######## status_register_unit_flat ########
===== config.mk =====
export PLATFORM = sky130hd
export DESIGN_NAME = status_register_unit_flat
export DESIGN_NICKNAME = d
export VERILOG_FILES = /design/src/rtl/status_register_unit_if.sv /design/src/rtl/status_register_unit.sv /design/src/flat_wrapper.sv
export SDC_FILE = /design/constraint.sdc
export NUM_CORES = 1
export LEC_CHECK = 0
export ABC_AREA = 1
export CORE_ASPECT_RATIO = 0.75
export CORE_UTILIZATION = 45
export DETAILED_ROUTE_END_ITERATION = 10
export PLACE_DENSITY = 0.79
export SLEW_MARGIN = 20
export SYNTH_ARGS = -nofsm -noshare
export SYNTH_HDL_FRONTEND = slang
export SYNTH_SLANG_ARGS = --single-unit

===== constraint.sdc =====
create_clock -name clk -period 1.77 [get_ports clk]
set_input_delay 0.354 -clock clk [delete_from_list [all_inputs] [get_ports clk]]
set_output_delay 0.354 -clock clk [all_outputs]
set_load 0.02 [all_outputs]

===== src/rtl/status_register_unit_if.sv =====
// ============================================================================
// status_register_unit_if : EXE/ID flag-path signals of the status register unit
// Rev 1.0
// ============================================================================
`default_nettype none

interface status_register_unit_if #(
   parameter int CNT_W = 16
);
   logic             exe_valid;
   logic             exe_s;
   logic [3:0]       alu_flags;
   logic             id_valid;
   logic [3:0]       id_cond;
   logic [3:0]       sr_id;
   logic [3:0]       sr_q;
   logic             flag_hazard;
   logic [CNT_W-1:0] flag_wr_cnt;

   // Pipeline side: drives EXE/ID state, consumes flags and the stall request.
   modport master (
      output exe_valid, exe_s, alu_flags, id_valid, id_cond,
      input  sr_id, sr_q, flag_hazard, flag_wr_cnt
   );

   modport slave (
      input  exe_valid, exe_s, alu_flags, id_valid, id_cond,
      output sr_id, sr_q, flag_hazard, flag_wr_cnt
   );
endinterface

`default_nettype wire


===== src/rtl/status_register_unit.sv =====
// ============================================================================
// status_register_unit : architectural NZCV register with EXE->ID bypass or stall
// Rev 1.0
// ============================================================================
`default_nettype none

module status_register_unit #(
   parameter int FORWARD_EN = 1,
   parameter int CNT_W      = 16
) (
   input  wire logic              clk,
   input  wire logic              rst_n,
   status_register_unit_if.slave  bus
);

   localparam logic [CNT_W-1:0] CNT_MAX = {CNT_W{1'b1}};
   localparam logic [CNT_W-1:0] CNT_ONE = {{(CNT_W-1){1'b0}}, 1'b1};

   logic             wr;
   logic             uses_flags;
   logic [3:0]       sr_reg;
   logic [CNT_W-1:0] wr_cnt;

   assign wr         = bus.exe_valid & bus.exe_s;
   // AL and the unconditional space never consult the flags.
   assign uses_flags = bus.id_valid & (bus.id_cond != 4'b1110) & (bus.id_cond != 4'b1111);

   always_ff @(posedge clk) begin
      if (!rst_n) begin
         sr_reg <= 4'b0000;
         wr_cnt <= '0;
      end else if (wr) begin
         sr_reg <= bus.alu_flags;
         if (wr_cnt != CNT_MAX) begin
            wr_cnt <= wr_cnt + CNT_ONE;
         end
      end
   end

   assign bus.sr_id       = ((FORWARD_EN != 0) && wr) ? bus.alu_flags : sr_reg;
   assign bus.flag_hazard = (FORWARD_EN == 0) ? (uses_flags & wr) : 1'b0;
   assign bus.sr_q        = sr_reg;
   assign bus.flag_wr_cnt = wr_cnt;

endmodule

`default_nettype wire


===== src/flat_wrapper.sv =====
// flat-port wrapper written by rule: the top's interface ports become plain ports
module status_register_unit_flat 
#(
   parameter int FORWARD_EN = 1,
   parameter int CNT_W      = 16
)
  (clk, rst_n, bus_exe_valid, bus_exe_s, bus_alu_flags, bus_id_valid, bus_id_cond, bus_sr_id, bus_sr_q, bus_flag_hazard, bus_flag_wr_cnt);
  status_register_unit_if #(.CNT_W(CNT_W)) bus_i ();
  input  wire logic clk;
  input  wire logic rst_n;
  input wire logic [$bits(bus_i.exe_valid)-1:0] bus_exe_valid;
  input wire logic [$bits(bus_i.exe_s)-1:0] bus_exe_s;
  input wire logic [$bits(bus_i.alu_flags)-1:0] bus_alu_flags;
  input wire logic [$bits(bus_i.id_valid)-1:0] bus_id_valid;
  input wire logic [$bits(bus_i.id_cond)-1:0] bus_id_cond;
  output wire logic [$bits(bus_i.sr_id)-1:0] bus_sr_id;
  output wire logic [$bits(bus_i.sr_q)-1:0] bus_sr_q;
  output wire logic [$bits(bus_i.flag_hazard)-1:0] bus_flag_hazard;
  output wire logic [$bits(bus_i.flag_wr_cnt)-1:0] bus_flag_wr_cnt;
  assign bus_i.exe_valid = bus_exe_valid;
  assign bus_i.exe_s = bus_exe_s;
  assign bus_i.alu_flags = bus_alu_flags;
  assign bus_i.id_valid = bus_id_valid;
  assign bus_i.id_cond = bus_id_cond;
  assign bus_sr_id = bus_i.sr_id;
  assign bus_sr_q = bus_i.sr_q;
  assign bus_flag_hazard = bus_i.flag_hazard;
  assign bus_flag_wr_cnt = bus_i.flag_wr_cnt;
  status_register_unit #(.FORWARD_EN(FORWARD_EN), .CNT_W(CNT_W)) u_core (.clk(clk), .rst_n(rst_n), .bus(bus_i));
endmodule

######## d_shift_register_universal ########
--- config.mk ---
export PLATFORM = sky130hd
export DESIGN_NAME = d_shift_register_universal
export DESIGN_NICKNAME = d
export VERILOG_FILES = /design/src/rtl/d_shift_register_universal.sv
export SDC_FILE = /design/constraint.sdc
export NUM_CORES = 1
export LEC_CHECK = 0
export CORE_UTILIZATION = 35
export DETAILED_ROUTE_END_ITERATION = 10
export PLACE_DENSITY = 0.62
export SLEW_MARGIN = 25
export SYNTH_ARGS = -nofsm -noshare
export SYNTH_HDL_FRONTEND = slang
export SYNTH_SLANG_ARGS = --single-unit
--- constraint.sdc ---
create_clock -name C -period 2.2 [get_ports C]
set_input_delay 0.66 -clock C [delete_from_list [all_inputs] [get_ports C]]
set_output_delay 0.66 -clock C [all_outputs]
set_load 0.02 [all_outputs]
--- src/rtl/d_shift_register_universal.sv ---
// Universal WIDTH-bit shift register with hold/shift/rotate/load/clear/ASR modes
// and a burst engine that repeats a latched mode for CNT clocks, then pulses DONE.
module d_shift_register_universal #(
  parameter int WIDTH = 8,
  parameter int CW    = 4
) (
  input  logic             C,
  input  logic             Rn,
  input  logic [2:0]       M,
  input  logic [WIDTH-1:0] D,
  input  logic             SIL,
  input  logic             SIR,
  input  logic             START,
  input  logic [CW-1:0]    CNT,
  output logic [WIDTH-1:0] Q,
  output logic [WIDTH-1:0] Qn,
  output logic             SOR,
  output logic             SOL,
  output logic             BUSY,
  output logic             DONE
);

  typedef enum logic {IDLE, BURST} state_t;

  state_t           state_q, state_d;
  logic [WIDTH-1:0] q_q, q_d;
  logic [2:0]       mode_q, mode_d;
  logic [CW-1:0]    cnt_q, cnt_d;
  logic             busy_q, busy_d;
  logic             done_q, done_d;

  function automatic logic [WIDTH-1:0] apply_mode(
    input logic [2:0]       m,
    input logic [WIDTH-1:0] q,
    input logic [WIDTH-1:0] d,
    input logic             sil,
    input logic             sir
  );
    logic [WIDTH-1:0] r;
    case (m)
      3'b000:  r = q;
      3'b001:  r = {sil, q[WIDTH-1:1]};
      3'b010:  r = {q[WIDTH-2:0], sir};
      3'b011:  r = d;
      3'b100:  r = {q[0], q[WIDTH-1:1]};
      3'b101:  r = {q[WIDTH-2:0], q[WIDTH-1]};
      3'b110:  r = '0;
      default: r = {q[WIDTH-1], q[WIDTH-1:1]};
    endcase
    return r;
  endfunction

  always_comb begin
    state_d = state_q;
    q_d     = q_q;
    mode_d  = mode_q;
    cnt_d   = cnt_q;
    done_d  = 1'b0;
    case (state_q)
      IDLE: begin
        if (START) begin
          // A zero-length burst only acknowledges; the register is left alone.
          if (CNT == '0) begin
            done_d = 1'b1;
          end else begin
            mode_d = M;
            q_d    = apply_mode(M, q_q, D, SIL, SIR);
            if (CNT == CW'(1)) begin
              cnt_d  = '0;
              done_d = 1'b1;
            end else begin
              cnt_d   = CNT - CW'(1);
              state_d = BURST;
            end
          end
        end else begin
          q_d = apply_mode(M, q_q, D, SIL, SIR);
        end
      end
      default: begin
        q_d   = apply_mode(mode_q, q_q, D, SIL, SIR);
        cnt_d = cnt_q - CW'(1);
        if (cnt_q == CW'(1)) begin
          state_d = IDLE;
          done_d  = 1'b1;
        end
      end
    endcase
    busy_d = (state_d == BURST);
  end

  always_ff @(posedge C) begin
    if (!Rn) begin
      state_q <= IDLE;
      q_q     <= '0;
      mode_q  <= '0;
      cnt_q   <= '0;
      busy_q  <= 1'b0;
      done_q  <= 1'b0;
    end else begin
      state_q <= state_d;
      q_q     <= q_d;
      mode_q  <= mode_d;
      cnt_q   <= cnt_d;
      busy_q  <= busy_d;
      done_q  <= done_d;
    end
  end

  assign Q    = q_q;
  assign Qn   = ~q_q;
  assign SOR  = q_q[0];
  assign SOL  = q_q[WIDTH-1];
  assign BUSY = busy_q;
  assign DONE = done_q;

endmodule

### Clock nets, status_register_unit_flat

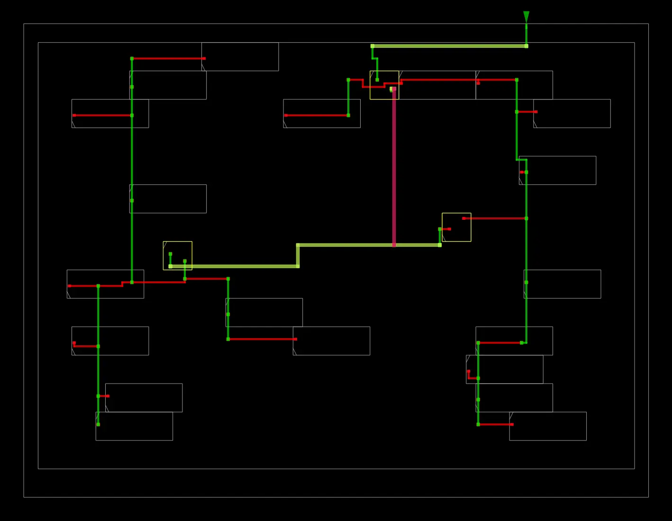
Latency at later pin: 0.30 ns
clk sinks: 20
CTS buffer count: 3

==> results.tsv, status_register_unit_flat <==
metric	value	unit
crit_fanout	5	
final-clk-cell-share	1.386	%
hold_path_class	flop to flop	
p_comb	174	µW
drtAntennaViolNets	0	
grt_pass1_wl	4.636	mm
wl_met2	1.361	mm
worstSetupStartpoint	u_core.bus.flag_wr_cnt[5]	
clockPowerShare	24.9	%
fin_area	1625	µm²
rr_startpoint	u_core.bus.flag_wr_cnt[0]	
cts_buffer_depth	2	
ys.flop_type	dfxtp_1	
top_cells_by_count	nand2_1, nor2_1, dfxtp_1, inv_1, nand3_1	
tool_warnings	32	
wl_met3	152	µm
regArea	400.4	µm²
grt_busiest_layer	met2	
logic_gates	137	
max_stage_delay	0.63	ns
largestClassByArea	multi-input combinational cells	
antenna_cells	0	
status	complete, no violations	
ioPinCount	38	
fin_skew	0.002428	ns
synthCells	180	
dp.cells	248	
taps	34	
ys_types	21	
worst_path_max_delay_cell	clkdlybuf4s50_1	
power.switching	222.7	µW
htreeDepth	1	
finalHoldViolations	0	
gp_congestion	0.8375	
crit_family	buffers and inverters	
seqAreaFraction	24.63	%
grt_util_met2	37.11	%
synth-seq-cells	20	
met1_length	1.291	mm
fill_cells	207	
required	1.42	ns
p_leak	0.8325	nW
gr-usage-met1	31.87	%
final_max_slew_viol_count	0	
whs_path_depth	2	
cts_setup_buffers	4	
clk_pin_slew	0.10	ns
yosys.area.top_type	dfxtp_1	
synth_area	1126	µm²
cts_tree	yes	
arrival	1.34	ns
ctsResizeCount	34	
hold-worst-slack	0.5458	ns
synthArstFlopShare	0	%
fmax	591.2	MHz
topCellsByArea	dfxtp_1, nand2_1, nor2_1, nand3_1, inv_1	
area_growth_syn_to_layout	44.33	%
dieArea	2708	µm²
nets	239	
fp_util	48.39	%
inverters	19	
rsz0062_at_grt	false	
==> status_register_unit_flat: metrics by stage <==
step                      TNS [ns]  power [mW]  util (%)
after floorplan                  0      0.5429         -
after global placement      -1.757      0.6104     64.62
after detailed placement    -2.092      0.6163     64.62
after CTS                  -0.1504      0.8470     67.69
after global routing             0      0.8954     69.84
final                            0      0.8541     69.84
==> status_register_unit_flat: cell families (layout without fill, tap and decap cells) <==
logic type	Yosys count	after routing	synth area share, %
buf+inv	23	66	8.777
other cells	1	1	0.3330
flops	20	20	35.56
compound gates	12	12	5.334
simple gates	123	123	48.89
fa+ha+maj	1	1	1.111
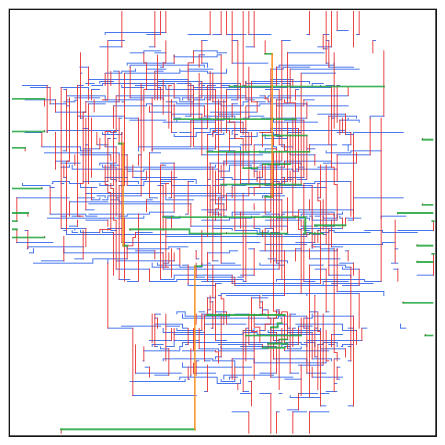
*Routed metal, one colour a layer, d_shift_register_universal*
Scale: 6 px per µm.
legend:
  met1:
    colour: blue
    wire_length: 2380 µm
  met4:
    colour: orange
    wire_length: 68.0 µm
  met3:
    colour: green
    wire_length: 259 µm
  met2:
    colour: red
    wire_length: 2090 µm
Tot GR Track Use: 19.80%
Routed WL: 4.802 mm
Wirelength per Cell: 15.01 µm
vias: 1759

==> results.tsv, d_shift_register_universal <==
metric	value	unit
status	complete, no violations	
ioPinCount	40	
finalHoldViolations	0	
finalPower	1.164	mW
p_clk	247	µW
dieArea	5027	µm²
p_comb_share	45.5	%
grt_pass1_wl	7.872	mm
ys_types	47	
drt_iter0_drc	178	
stdcell_count	320	
ys_warn_count	0	
wl_met2	2.091	mm
topCellsByArea	dfxtp_1, mux2i_1, nor2_1, a21oi_1, ha_1	
whs_path_depth	2	
largest_reg_flops	8	
cp-start-kind	input pin	
power.switching	428.4	µW
hold-worst-slack	0.5548	ns
coreArea	4444	µm²
rr_startpoint	mode_q[0]	
die_w	70.90	µm
crit_family	simple AND/OR/NAND/NOR gates	
ctsHoldBuffers	0	
dr.pass1.iters	6	
pg_seq	388	µW
edf_count	0	
yosys.area.top_type_share	20.48	%
critPathKind	input pin to flop	
worstSkewPairLatency	0.26	ns
fin_crit	2.181	ns
fin_skew	0.003015	ns
seqAreaFraction	14.44	%
dp.cells	314	
logic_gates	161	
tns	0	ns
cts_tree	yes	
hold_path_class	flop to flop	
synth_area	1662	µm²
worstHoldEndpoint	mode_q[2]	
signal_buffers	72	
reg2reg_depth	5	
drive_above_1_share	20.90	%
yosys.area.top_type	dfxtp_1	
cts_setup_buffers	0	
ctsResizeCount	0	
synth-seq-cells	17	
crit_fanout	4	
clockPowerShare	21.2	%
clk_pin_slew	0.07	ns
cts_root_buf	clkbuf_8	
postSynthSeqShare	20.48	%
final_common_cell	clkdlybuf4s50_1	
io_buffers	39	
cts_buffer_depth	2	
max_stage_delay	0.43	ns
relSlewSlack	65.14	%
htreeDepth	1	
buf_share	28.34	%
antenna_cells	0	
setup_viol	0	
grt_max_degree	21	
## d_shift_register_universal: cells by family after synthesis
kind of cell / synth area share, %
compound gates: 26.73
xor+xnor: 1.054
fa+ha+maj: 3.765
buf+inv: 10.39
flops: 20.48
mux: 13.48
simple gates: 24.10
## d_shift_register_universal: worst reg2reg max path, stage by stage (launching register included)
cell and delay (ns):
dfxtp_1 0.65, a21oi_1 0.23, o2bb2ai_1 0.20, nor3b_1 0.36, a2111oi_4 0.05, a32o_1 0.23


==> gallery <==
Power grid.
Scale: 6 px per µm. Pins as bars on the die edge. Tap cells in grey.
(a)
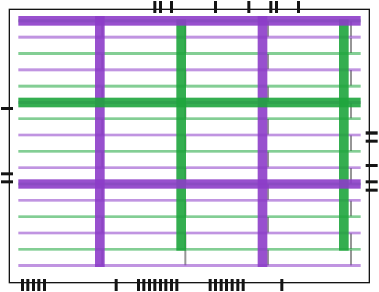
(b)
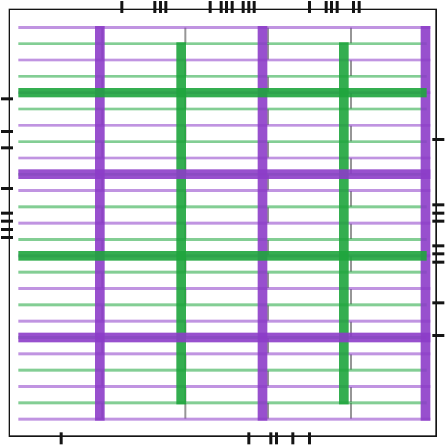
status_register_unit_flat: (a)
d_shift_register_universal: (b)

Power figures rest on the tool's default switching activity, not on a simulated workload.
